######## block 1 ########
block_1/final_placement.png
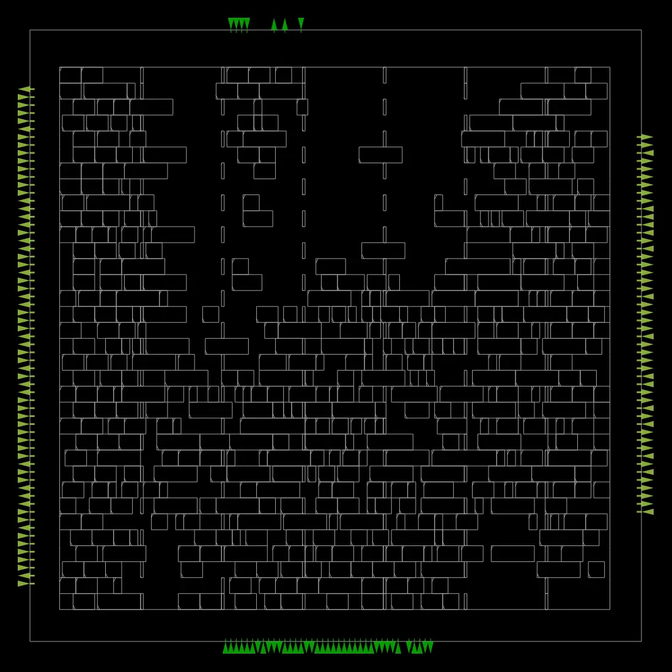

`config.mk`:
```
export PLATFORM = sky130hd
export DESIGN_NAME = mem_port_arbiter_flat
export DESIGN_NICKNAME = d
export VERILOG_FILES = /design/src/rtl/mem_port_arbiter_if.sv /design/src/rtl/mem_port_arbiter.sv /design/src/flat_wrapper.sv
export SDC_FILE = /design/constraint.sdc
export NUM_CORES = 1
export LEC_CHECK = 0
export CAP_MARGIN = 40
export CORE_MARGIN = 5
export CORE_UTILIZATION = 37
export DETAILED_ROUTE_END_ITERATION = 8
export PLACE_DENSITY = 0.85
export SLEW_MARGIN = 20
export SYNTH_ARGS = -nofsm -noshare
export SYNTH_HDL_FRONTEND = slang
export SYNTH_SLANG_ARGS = --single-unit
```
`constraint.sdc`:
```
create_clock -name clk -period 2 [get_ports clk]
set_input_delay 0.4 -clock clk [delete_from_list [all_inputs] [get_ports clk]]
set_output_delay 0.4 -clock clk [all_outputs]
set_load 0.1 [all_outputs]
```
`src/rtl/mem_port_arbiter_if.sv`:
```
// Bus bundle for the shared LC-3 memory port arbiter:
// two requester ports, the memory side, and status.
interface mem_port_arbiter_if #(
    parameter int AW = 16,
    parameter int DW = 16
);
    logic          cpu_req;
    logic          cpu_we;
    logic [AW-1:0] cpu_addr;
    logic [DW-1:0] cpu_wdata;
    logic          cpu_ack;
    logic [DW-1:0] cpu_rdata;

    logic          dbg_req;
    logic          dbg_we;
    logic [AW-1:0] dbg_addr;
    logic [DW-1:0] dbg_wdata;
    logic          dbg_ack;
    logic [DW-1:0] dbg_rdata;

    logic          mem_en;
    logic          mem_we;
    logic [AW-1:0] mem_addr;
    logic [DW-1:0] mem_wdata;
    logic [DW-1:0] mem_rdata;

    logic          busy;
    logic          gnt;

    modport slave (
        input  cpu_req, cpu_we, cpu_addr, cpu_wdata,
        output cpu_ack, cpu_rdata,
        input  dbg_req, dbg_we, dbg_addr, dbg_wdata,
        output dbg_ack, dbg_rdata,
        output mem_en, mem_we, mem_addr, mem_wdata,
        input  mem_rdata,
        output busy, gnt
    );

    modport master (
        output cpu_req, cpu_we, cpu_addr, cpu_wdata,
        input  cpu_ack, cpu_rdata,
        output dbg_req, dbg_we, dbg_addr, dbg_wdata,
        input  dbg_ack, dbg_rdata,
        input  mem_en, mem_we, mem_addr, mem_wdata,
        output mem_rdata,
        input  busy, gnt
    );
endinterface

```
`src/rtl/mem_port_arbiter.sv`:
```
// Round-robin arbiter sharing one fixed-latency memory port
// between the CPU sequencer (port 0) and the debug loader (port 1).
module mem_port_arbiter #(
    parameter int MEM_LAT = 1,
    parameter int AW      = 16,
    parameter int DW      = 16
) (
    input  logic clk,
    input  logic reset,
    mem_port_arbiter_if.slave bus
);
    typedef enum logic [1:0] {
        IDLE,
        ISSUE,
        WAIT,
        DONE
    } state_t;

    localparam logic [3:0] LAT = 4'(MEM_LAT);

    state_t        state;
    logic [3:0]    waitCnt;
    logic          lastGnt;
    logic          gntQ;
    logic          opWe;
    logic          memEn;
    logic          memWe;
    logic [AW-1:0] memAddr;
    logic [DW-1:0] memWdata;
    logic          cpuAck;
    logic          dbgAck;
    logic [DW-1:0] cpuRdata;
    logic [DW-1:0] dbgRdata;
    logic          busyQ;

    // Debug wins when it is alone or when the CPU had the last grant.
    logic anyReq;
    logic pickDbg;
    assign anyReq  = bus.cpu_req | bus.dbg_req;
    assign pickDbg = bus.dbg_req & (~bus.cpu_req | ~lastGnt);

    always_ff @(posedge clk) begin
        if (reset) begin
            state    <= IDLE;
            waitCnt  <= '0;
            lastGnt  <= 1'b1;
            gntQ     <= 1'b0;
            opWe     <= 1'b0;
            memEn    <= 1'b0;
            memWe    <= 1'b0;
            memAddr  <= '0;
            memWdata <= '0;
            cpuAck   <= 1'b0;
            dbgAck   <= 1'b0;
            cpuRdata <= '0;
            dbgRdata <= '0;
            busyQ    <= 1'b0;
        end else begin
            unique case (state)
                IDLE: begin
                    if (anyReq) begin
                        gntQ    <= pickDbg;
                        lastGnt <= pickDbg;
                        memEn   <= 1'b1;
                        busyQ   <= 1'b1;
                        state   <= ISSUE;
                        if (pickDbg) begin
                            opWe     <= bus.dbg_we;
                            memWe    <= bus.dbg_we;
                            memAddr  <= bus.dbg_addr;
                            memWdata <= bus.dbg_wdata;
                        end else begin
                            opWe     <= bus.cpu_we;
                            memWe    <= bus.cpu_we;
                            memAddr  <= bus.cpu_addr;
                            memWdata <= bus.cpu_wdata;
                        end
                    end
                end
                ISSUE: begin
                    memEn   <= 1'b0;
                    memWe   <= 1'b0;
                    waitCnt <= LAT;
                    state   <= WAIT;
                end
                WAIT: begin
                    // Count 1 marks the edge on which read data is valid.
                    if (waitCnt <= 4'd1) begin
                        waitCnt <= '0;
                        state   <= DONE;
                        cpuAck  <= ~gntQ;
                        dbgAck  <= gntQ;
                        if (!opWe) begin
                            if (gntQ) begin
                                dbgRdata <= bus.mem_rdata;
                            end else begin
                                cpuRdata <= bus.mem_rdata;
                            end
                        end
                    end else begin
                        waitCnt <= waitCnt - 4'd1;
                    end
                end
                DONE: begin
                    cpuAck <= 1'b0;
                    dbgAck <= 1'b0;
                    busyQ  <= 1'b0;
                    state  <= IDLE;
                end
            endcase
        end
    end

    assign bus.mem_en    = memEn;
    assign bus.mem_we    = memWe;
    assign bus.mem_addr  = memAddr;
    assign bus.mem_wdata = memWdata;
    assign bus.cpu_ack   = cpuAck;
    assign bus.dbg_ack   = dbgAck;
    assign bus.cpu_rdata = cpuRdata;
    assign bus.dbg_rdata = dbgRdata;
    assign bus.busy      = busyQ;
    assign bus.gnt       = gntQ;
endmodule

```
`src/flat_wrapper.sv`:
```
// flat-port wrapper written by rule: the top's interface ports become plain ports
module mem_port_arbiter_flat 
#(
    parameter int MEM_LAT = 1,
    parameter int AW      = 16,
    parameter int DW      = 16
)
  (clk, reset, bus_cpu_req, bus_cpu_we, bus_cpu_addr, bus_cpu_wdata, bus_cpu_ack, bus_cpu_rdata, bus_dbg_req, bus_dbg_we, bus_dbg_addr, bus_dbg_wdata, bus_dbg_ack, bus_dbg_rdata, bus_mem_en, bus_mem_we, bus_mem_addr, bus_mem_wdata, bus_mem_rdata, bus_busy, bus_gnt);
  mem_port_arbiter_if #(.AW(AW), .DW(DW)) bus_i ();
  input  logic clk;
  input  logic reset;
  input wire logic [$bits(bus_i.cpu_req)-1:0] bus_cpu_req;
  input wire logic [$bits(bus_i.cpu_we)-1:0] bus_cpu_we;
  input wire logic [$bits(bus_i.cpu_addr)-1:0] bus_cpu_addr;
  input wire logic [$bits(bus_i.cpu_wdata)-1:0] bus_cpu_wdata;
  output wire logic [$bits(bus_i.cpu_ack)-1:0] bus_cpu_ack;
  output wire logic [$bits(bus_i.cpu_rdata)-1:0] bus_cpu_rdata;
  input wire logic [$bits(bus_i.dbg_req)-1:0] bus_dbg_req;
  input wire logic [$bits(bus_i.dbg_we)-1:0] bus_dbg_we;
  input wire logic [$bits(bus_i.dbg_addr)-1:0] bus_dbg_addr;
  input wire logic [$bits(bus_i.dbg_wdata)-1:0] bus_dbg_wdata;
  output wire logic [$bits(bus_i.dbg_ack)-1:0] bus_dbg_ack;
  output wire logic [$bits(bus_i.dbg_rdata)-1:0] bus_dbg_rdata;
  output wire logic [$bits(bus_i.mem_en)-1:0] bus_mem_en;
  output wire logic [$bits(bus_i.mem_we)-1:0] bus_mem_we;
  output wire logic [$bits(bus_i.mem_addr)-1:0] bus_mem_addr;
  output wire logic [$bits(bus_i.mem_wdata)-1:0] bus_mem_wdata;
  input wire logic [$bits(bus_i.mem_rdata)-1:0] bus_mem_rdata;
  output wire logic [$bits(bus_i.busy)-1:0] bus_busy;
  output wire logic [$bits(bus_i.gnt)-1:0] bus_gnt;
  assign bus_i.cpu_req = bus_cpu_req;
  assign bus_i.cpu_we = bus_cpu_we;
  assign bus_i.cpu_addr = bus_cpu_addr;
  assign bus_i.cpu_wdata = bus_cpu_wdata;
  assign bus_cpu_ack = bus_i.cpu_ack;
  assign bus_cpu_rdata = bus_i.cpu_rdata;
  assign bus_i.dbg_req = bus_dbg_req;
  assign bus_i.dbg_we = bus_dbg_we;
  assign bus_i.dbg_addr = bus_dbg_addr;
  assign bus_i.dbg_wdata = bus_dbg_wdata;
  assign bus_dbg_ack = bus_i.dbg_ack;
  assign bus_dbg_rdata = bus_i.dbg_rdata;
  assign bus_mem_en = bus_i.mem_en;
  assign bus_mem_we = bus_i.mem_we;
  assign bus_mem_addr = bus_i.mem_addr;
  assign bus_mem_wdata = bus_i.mem_wdata;
  assign bus_i.mem_rdata = bus_mem_rdata;
  assign bus_busy = bus_i.busy;
  assign bus_gnt = bus_i.gnt;
  mem_port_arbiter #(.MEM_LAT(MEM_LAT), .AW(AW), .DW(DW)) u_core (.clk(clk), .reset(reset), .bus(bus_i));
endmodule
```
######## block 2 ########
$ cat src/rtl/ucie_ctl_sb_pkg.sv
// Shared message layout and helpers for the queued sideband link.
package ucie_ctl_sb_pkg;

  // 64-bit sideband message: decode, adv-cap value, reserved zeros, even parity on top
  localparam int MSG_W   = 64;
  localparam int DEC_LSB = 0;
  localparam int DEC_W   = 5;
  localparam int VAL_LSB = 5;
  localparam int VAL_W   = 32;
  localparam int PAY_W   = DEC_W + VAL_W;
  localparam int PAR_BIT = MSG_W - 1;

  typedef enum logic {
    TX_IDLE,
    TX_SEND
  } tx_state_t;

  // Expand a {value, decode} payload into a full message with even parity in the top bit
  function automatic logic [MSG_W-1:0] sb_pack(input logic [PAY_W-1:0] pay);
    logic [MSG_W-1:0] m;
    m            = '0;
    m[PAY_W-1:0] = pay;
    m[PAR_BIT]   = ^m[PAR_BIT-1:0];
    return m;
  endfunction

endpackage

$ cat src/rtl/ucie_ctl_sb_fifo.sv
// Small synchronous FIFO with a combinational head view; pop frees a slot for a same-cycle push.
module ucie_ctl_sb_fifo #(
  parameter int WIDTH = 37,
  parameter int DEPTH = 4
) (
  input  logic             clk,
  input  logic             rst,
  input  logic             push,
  input  logic [WIDTH-1:0] push_data,
  input  logic             pop,
  output logic             full,
  output logic             empty,
  output logic [WIDTH-1:0] head
);

  localparam int AW = (DEPTH > 1) ? $clog2(DEPTH) : 1;

  logic [WIDTH-1:0] mem [DEPTH];
  logic [AW-1:0]    rd_ptr;
  logic [AW-1:0]    wr_ptr;
  logic [AW:0]      count;
  logic             do_push;
  logic             do_pop;

  assign do_pop  = pop && (count != '0);
  assign do_push = push && ((count != (AW+1)'(DEPTH)) || do_pop);
  assign full    = (count == (AW+1)'(DEPTH));
  assign empty   = (count == '0);
  assign head    = mem[rd_ptr];

  // Storage write port; contents need no reset because count gates visibility
  always_ff @(posedge clk) begin
    if (do_push) mem[wr_ptr] <= push_data;
  end

  // Pointer and occupancy bookkeeping
  always_ff @(posedge clk) begin
    if (rst) begin
      rd_ptr <= '0;
      wr_ptr <= '0;
      count  <= '0;
    end else begin
      if (do_push) wr_ptr <= wr_ptr + 1'b1;
      if (do_pop)  rd_ptr <= rd_ptr + 1'b1;
      if (do_push && !do_pop)      count <= count + 1'b1;
      else if (!do_push && do_pop) count <= count - 1'b1;
    end
  end

endmodule

$ cat src/rtl/ucie_ctl_sb_queued_link.sv
// Queued sideband endpoint: credit-gated TX serialiser and checked, buffered RX deserialiser.
module ucie_ctl_sb_queued_link
  import ucie_ctl_sb_pkg::*;
#(
  parameter int          NC       = 8,
  parameter int          TX_DEPTH = 4,
  parameter int          RX_DEPTH = 4,
  parameter int          TX_CRD   = 4,
  parameter logic [31:0] SUP_MASK = 32'hFFFF
) (
  input  logic              i_clk,
  input  logic              i_rst,
  input  logic              i_valid_lp_sb,
  input  logic [4:0]        i_rdi_lp_sb_decode,
  input  logic [31:0]       i_rdi_lp_adv_cap_value,
  output logic              o_pl_sb_busy,
  input  logic              i_rdi_pl_cfg_crd,
  output logic              o_rdi_lp_cfg_vld,
  output logic [NC-1:0]     o_rdi_lp_cfg,
  input  logic              i_pl_cfg_vld,
  input  logic [NC-1:0]     i_received_data,
  output logic              o_cfg_crd,
  output logic              o_valid_pl_sb,
  input  logic              i_rx_pop,
  output logic [4:0]        o_rdi_pl_sb_decode,
  output logic [31:0]       o_rdi_pl_adv_cap_value,
  output logic              o_sb_parity_error,
  output logic              o_sb_unsupported_message,
  output logic              o_rx_overflow
);

  localparam int BEATS = MSG_W / NC;
  localparam int BCW   = (BEATS > 1) ? $clog2(BEATS) : 1;
  localparam int CW    = $clog2(TX_CRD + 1);
  localparam int PW    = $clog2(RX_DEPTH + 1);
  localparam logic [BCW-1:0] LAST_BEAT = BCW'(BEATS - 1);

  // ---------------- TX path ----------------
  logic             tx_full, tx_empty, tx_push, tx_launch, tx_can_launch;
  logic [PAY_W-1:0] tx_head;
  logic [MSG_W-1:0] tx_msg, tx_shift;
  logic [CW-1:0]    tx_crd;
  logic [BCW-1:0]   tx_beat;
  tx_state_t        tx_state;

  assign tx_push      = i_valid_lp_sb && !tx_full;
  assign o_pl_sb_busy = tx_full;
  assign tx_msg       = sb_pack(tx_head);

  // A credit arriving this cycle can fund a launch immediately
  assign tx_can_launch = !tx_empty && ((tx_crd != '0) || i_rdi_pl_cfg_crd);
  assign tx_launch     = tx_can_launch &&
                         ((tx_state == TX_IDLE) || (tx_beat == LAST_BEAT));

  ucie_ctl_sb_fifo #(.WIDTH(PAY_W), .DEPTH(TX_DEPTH)) u_tx_fifo (
    .clk(i_clk), .rst(i_rst),
    .push(tx_push), .push_data({i_rdi_lp_adv_cap_value, i_rdi_lp_sb_decode}),
    .pop(tx_launch), .full(tx_full), .empty(tx_empty), .head(tx_head)
  );

  // Credit counter: returns saturate at TX_CRD, a return and a debit together cancel
  always_ff @(posedge i_clk) begin
    if (i_rst) begin
      tx_crd <= CW'(TX_CRD);
    end else if (i_rdi_pl_cfg_crd && !tx_launch && (tx_crd != CW'(TX_CRD))) begin
      tx_crd <= tx_crd + 1'b1;
    end else if (!i_rdi_pl_cfg_crd && tx_launch) begin
      tx_crd <= tx_crd - 1'b1;
    end
  end

  // TX FSM: load shifter on launch, then stream BEATS gapless beats from registered outputs
  always_ff @(posedge i_clk) begin
    if (i_rst) begin
      tx_state         <= TX_IDLE;
      tx_beat          <= '0;
      tx_shift         <= '0;
      o_rdi_lp_cfg_vld <= 1'b0;
      o_rdi_lp_cfg     <= '0;
    end else if (tx_launch) begin
      tx_state         <= TX_SEND;
      tx_beat          <= '0;
      o_rdi_lp_cfg_vld <= 1'b1;
      o_rdi_lp_cfg     <= tx_msg[NC-1:0];
      tx_shift         <= tx_msg >> NC;
    end else if (tx_state == TX_SEND) begin
      if (tx_beat == LAST_BEAT) begin
        tx_state         <= TX_IDLE;
        tx_beat          <= '0;
        o_rdi_lp_cfg_vld <= 1'b0;
        o_rdi_lp_cfg     <= '0;
      end else begin
        tx_beat      <= tx_beat + 1'b1;
        o_rdi_lp_cfg <= tx_shift[NC-1:0];
        tx_shift     <= tx_shift >> NC;
      end
    end
  end

  // ---------------- RX path ----------------
  logic             rx_last, rx_par_err, rx_unsup, rx_ovf, rx_push, rx_drop, rx_pop;
  logic             rx_full, rx_empty;
  logic [PAY_W-1:0] rx_head;
  logic [MSG_W-1:0] rx_buf, rx_msg;
  logic [BCW-1:0]   rx_beat;
  logic [PW-1:0]    crd_pend;
  logic [PW+1:0]    crd_total;

  assign rx_last = i_pl_cfg_vld && (rx_beat == LAST_BEAT);

  // Full message view on the last beat: stored beats plus the beat on the wire
  always_comb begin
    rx_msg = rx_buf;
    rx_msg[(BEATS-1)*NC +: NC] = i_received_data;
  end

  assign rx_pop     = i_rx_pop && !rx_empty;
  assign rx_par_err = rx_last && (^rx_msg);
  assign rx_unsup   = rx_last && !rx_par_err && !SUP_MASK[rx_msg[DEC_LSB +: DEC_W]];
  assign rx_ovf     = rx_last && !rx_par_err && !rx_unsup && rx_full && !rx_pop;
  assign rx_push    = rx_last && !rx_par_err && !rx_unsup && !rx_ovf;
  assign rx_drop    = rx_par_err || rx_unsup || rx_ovf;

  ucie_ctl_sb_fifo #(.WIDTH(PAY_W), .DEPTH(RX_DEPTH)) u_rx_fifo (
    .clk(i_clk), .rst(i_rst),
    .push(rx_push), .push_data(rx_msg[PAY_W-1:0]),
    .pop(rx_pop), .full(rx_full), .empty(rx_empty), .head(rx_head)
  );

  assign o_valid_pl_sb          = !rx_empty;
  assign o_rdi_pl_sb_decode     = rx_empty ? '0 : rx_head[DEC_LSB +: DEC_W];
  assign o_rdi_pl_adv_cap_value = rx_empty ? '0 : rx_head[VAL_LSB +: VAL_W];

  // Deserialiser: collect beats, wrap the counter after the last one
  always_ff @(posedge i_clk) begin
    if (i_rst) begin
      rx_beat <= '0;
      rx_buf  <= '0;
    end else if (i_pl_cfg_vld) begin
      rx_buf[rx_beat*NC +: NC] <= i_received_data;
      rx_beat <= rx_last ? '0 : rx_beat + 1'b1;
    end
  end

  // Credit return: a freed slot or a dropped message each owe one pulse; extras wait in crd_pend
  assign crd_total = (PW+2)'(crd_pend) + (PW+2)'(rx_pop) + (PW+2)'(rx_drop);

  always_ff @(posedge i_clk) begin
    if (i_rst) begin
      crd_pend  <= '0;
      o_cfg_crd <= 1'b0;
    end else if (crd_total != '0) begin
      crd_pend  <= PW'(crd_total - 1'b1);
      o_cfg_crd <= 1'b1;
    end else begin
      o_cfg_crd <= 1'b0;
    end
  end

  // Sticky error flags, cleared only by reset
  always_ff @(posedge i_clk) begin
    if (i_rst) begin
      o_sb_parity_error        <= 1'b0;
      o_sb_unsupported_message <= 1'b0;
      o_rx_overflow            <= 1'b0;
    end else begin
      if (rx_par_err) o_sb_parity_error        <= 1'b1;
      if (rx_unsup)   o_sb_unsupported_message <= 1'b1;
      if (rx_ovf)     o_rx_overflow            <= 1'b1;
    end
  end

endmodule

$ cat config.mk
export PLATFORM = sky130hd
export DESIGN_NAME = ucie_ctl_sb_queued_link
export DESIGN_NICKNAME = d
export VERILOG_FILES = /design/src/rtl/ucie_ctl_sb_pkg.sv /design/src/rtl/ucie_ctl_sb_fifo.sv /design/src/rtl/ucie_ctl_sb_queued_link.sv
export SDC_FILE = /design/constraint.sdc
export NUM_CORES = 1
export LEC_CHECK = 0
export CAP_MARGIN = 0
export CORE_MARGIN = 5
export CORE_UTILIZATION = 45
export CTS_CLUSTER_SIZE = 28
export DETAILED_ROUTE_END_ITERATION = 6
export PLACE_DENSITY = 0.7
export SYNTH_ARGS = -nofsm -noshare
export SYNTH_HDL_FRONTEND = slang
export SYNTH_SLANG_ARGS = --single-unit
export TNS_END_PERCENT = 100
$ cat constraint.sdc
create_clock -name i_clk -period 10.7 [get_ports i_clk]
set_input_delay 1.605 -clock i_clk [delete_from_list [all_inputs] [get_ports i_clk]]
set_output_delay 1.605 -clock i_clk [all_outputs]
set_load 0.02 [all_outputs]

==> notes/layouts.md <==
Pictures saved along the way, in no particular order.

A small window of the routed layout.
(a)
Window x 89 to 119, y 89 to 119 microns. Cells in gray, sequential cells in the stronger gray; small squares are vias.
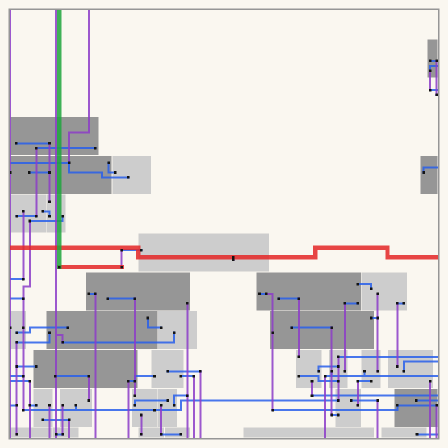
(b)
Window x 37 to 67, y 37 to 67 microns. Cells in gray, sequential cells in the stronger gray; small squares are vias.
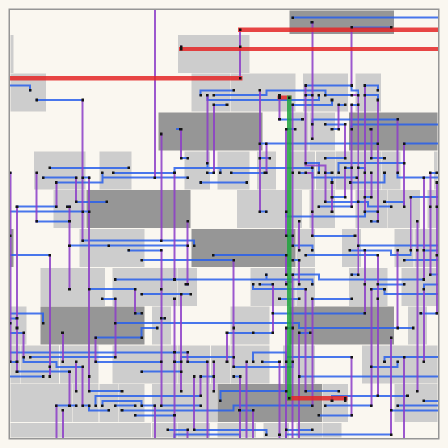
| from | picture |
|---|---|
| block 1 | (b) |
| block 2 | (a) |

Key to (b):
met4 -> green
met3 -> red
met2 -> purple
met1 -> blue
sequential cells in the window = 8
cells with their middle in the window = 61
most frequent = dfxtp_1 (8), ha_1 (7)
netlist names of flops here include = `u_core.waitCnt` (4), `u_core.state` (2)

block_1/gate_families.png
Scale: 4 px per micron.
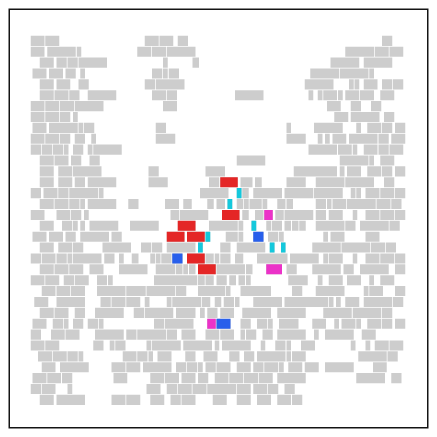
AND-OR and OR-AND gates -> blue  # cells 3, most used o21a_1
adder and majority cells -> red  # cells 7, most used ha_1, where center
inverters -> cyan  # cells 7, most used inv_1, where center
AND and OR gates -> magenta  # cells 3

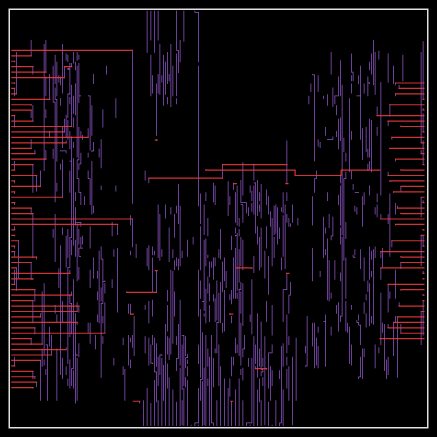
block_1/metal_stack.png
Scale: 4 px per micron. Only two layers are drawn.
met2 -> purple  # wire length 3890 microns
met3 -> red  # wire length 841 microns
post-DR wirelength/cell: 14.32 microns
aggregate routed wire length: 8578 microns
overall global routing resource usage: 15.65%
vias: 2929

## Picture notes: block_1/final_placement.png
core footprint: 8678 sq um
register fraction of the total cell area: 30.99%
core occupancy in the finished layout: 58.10%

==> summary.txt, block 1 <==
Latest figures from synthesis and place and route.

The run finished with clean final reports. The cell that appears most often on the critical path is sky130_fd_sc_hd__nor2_1. The capturing element type of the critical path is a flop. The placement-stage worst setup slack is 0.02380 ns. Per the layout report, the design carries roughly 170 non-clock buffers. The setup total negative slack is 0 ns. After the first detailed-routing iteration, the DRC count stood at approximately 74. In this run the worst path has a maximum fanout of 16. Overall power consumption after layout is estimated at 0.008208 W. The number of placement rows is 34.

The post-synth net total is 430. The delay of the slowest cell on the worst path is ~0.66 ns. The power report lists cell-internal power as 0.003979 W. The share of final-layout standard cells stronger than drive strength 1 is approximately a fifth. The register area share after synthesis is 47.49%.

The signal on the critical path passes through inv_1 -> ha_1 -> nor2_1 -> or4_4 -> mux2i_1 -> nor2_1. In this run the full chip footprint comes out at approximately 11000 sq um. The number of routed nets with antenna violations is 0. The synth_stat.txt file lists the number of cells as 337. The slowest stage of the critical path belongs to the cell sky130_fd_sc_hd__or4_4. In this run the worst hold path is classified as reg -> reg.

Of the total power, the clock network draws between 10% and 20%.
==> block 1: cells in the mapped netlist (6+ instances only) <==
library cell | count | share of area [%]
sky130_fd_sc_hd__clkbuf_1 | 16 | 1.8
sky130_fd_sc_hd__nor2_1 | 75 | 8.6
sky130_fd_sc_hd__a211oi_1 | 34 | 7.8
sky130_fd_sc_hd__mux2i_1 | 65 | 20
sky130_fd_sc_hd__o21ai_0 | 6 | 0.91
sky130_fd_sc_hd__buf_2 | 6 | 0.91
sky130_fd_sc_hd__ha_1 | 7 | 2.7
sky130_fd_sc_hd__inv_1 | 7 | 0.80
sky130_fd_sc_hd__a21oi_1 | 8 | 1.2
sky130_fd_sc_hd__dfxtp_1 | 78 | 47
sky130_fd_sc_hd__nand2b_1 | 6 | 1.1
==> block 1: path summary, 6_finish.rpt <==
check	cells after the start	to	startpoint
setup / recovery	6	u_core.bus.dbg_rdata[8]	u_core.waitCnt[0]
hold / removal	2	u_core.bus.dbg_ack	u_core.bus.dbg_ack
setup reg to reg	6	u_core.bus.dbg_rdata[8]	u_core.waitCnt[0]
hold reg to reg	2	u_core.bus.dbg_ack	u_core.bus.dbg_ack
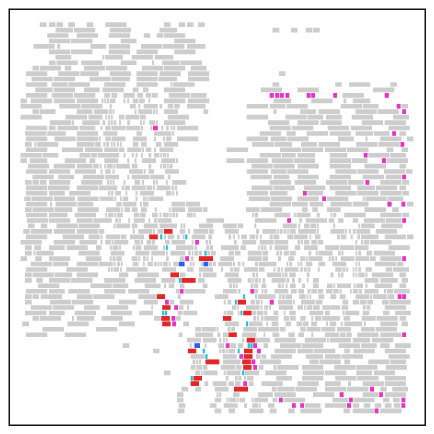
block_2/gate_families.png
Scale: 2 px per micron.
AND-OR and OR-AND gates -> blue  # cells 3
adder and majority cells -> red  # cells 23, most used ha_1, where bottom center
inverters -> cyan  # cells 18, most used inv_1
AND and OR gates -> magenta  # cells 54, most used and2_1

==> summary.txt, block 2 <==
Latest figures from synthesis and place and route.

The detailed placer's ending HPWL is 21710 microns. By count the netlist is led by sky130_fd_sc_hd__edfxtp_1 (296), sky130_fd_sc_hd__dfxtp_1 (134), sky130_fd_sc_hd__nand2_1 (130), sky130_fd_sc_hd__nor2_1 (107), sky130_fd_sc_hd__xnor2_1 (85). The post-synthesis instance area is ~18000 sq um. The clock latency reported for the late side of the worst-skew pair is ~0.58 ns. After layout, the setup clock skew is reported as ~0.032 ns. The script extracted a net switching power of roughly 0.0016 W. The iteration count recorded for the first detailed-route pass is 5. The global-route wire length before repair is ~56000 microns. In the final report, the number of endpoints failing setup comes to 0. The die is 207.2 microns tall. Of the total synthesized cell area, the portion taken by AND, OR, NAND and NOR gates is under 10%. The final timing summary puts the cycle share of the worst path at between 40 and 50%. The clock transition at the register clock pins on the worst setup and hold paths after CTS is around 0.06 ns. During placement, the flow inserted port buffers numbering just over 100. The run finished with clean final reports. For this design, the sink count on the clock tree is 430. The count of unresolved DRC violations after routing is 0. The violation count after the first detailed-routing iteration is roughly 530. In this run, flip-flops and latches consume about 39% of the power.

The area taken by multi-input logic gates is about 5500 sq um. Per the final timing report, the hold violations number 0. The non-clock inverter total of the final layout is 18.

The power density normalized to cell area is between 200 and 300 nW/um^2.
-- block 2: routing by layer --
layer | track usage [%] | wire length [microns]
met1 | 19.48 | 13990
met4 | 6.293 | 1198
met2 | 29.16 | 18450
met3 | 2.902 | 1420
met5 | 0 | 0
-- block 2: sequential cells by signal (all words and copies together) (netlist names), named ones only --
name / flops
u_rx_fifo.mem: 148
u_tx_fifo.mem: 148
rx_buf: 56
tx_shift: 33
o_rdi_lp_cfg: 8
crd_pend: 3
rx_beat: 3
tx_beat: 3
tx_crd: 3
u_rx_fifo.count: 3
u_tx_fifo.count: 3
u_rx_fifo.rd_ptr: 2
u_rx_fifo.wr_ptr: 2
u_tx_fifo.rd_ptr: 2
u_tx_fifo.wr_ptr: 2
o_cfg_crd: 1
o_rdi_lp_cfg_vld: 1
o_rx_overflow: 1
o_sb_parity_error: 1
o_sb_unsupported_message: 1
tx_state: 1
-- block 2: worst paths after layout --
path                            depth (start not counted)      endpoint
worst max-delay path                                   18   crd_pend[0]
worst min-delay path                                    2  tx_shift[39]
worst max register to register                         17   crd_pend[0]
worst min register to register                          2  tx_shift[39]


## Gallery

Signal metal coverage by tile.
image #1
Scale: 3 px per micron. 21 x 21 tiles, from dark purple (low) to yellow (high), scaled to the fullest tile. Values are wire area over tile area, all layers added.
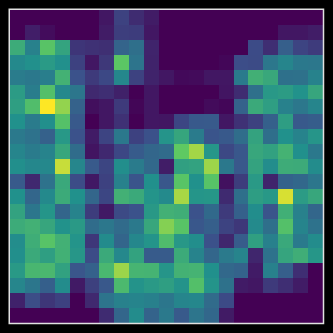
image #2
Scale: 1.5 px per micron. 21 x 21 tiles, from dark purple (low) to yellow (high), scaled to the fullest tile. Values are wire area over tile area, all layers added.
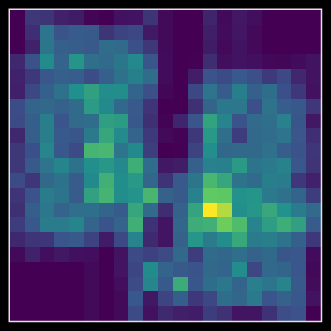
| picture | from |
|---|---|
| image #1 | block 1 |
| image #2 | block 2 |
Of these, largest die: image #2

Key to image #1:
emptiest ninth of the die = top center
tiles over half the peak = 25%
densest ninth of the die = bottom center

No activity file was given, so power comes from the tool's default toggle rates.
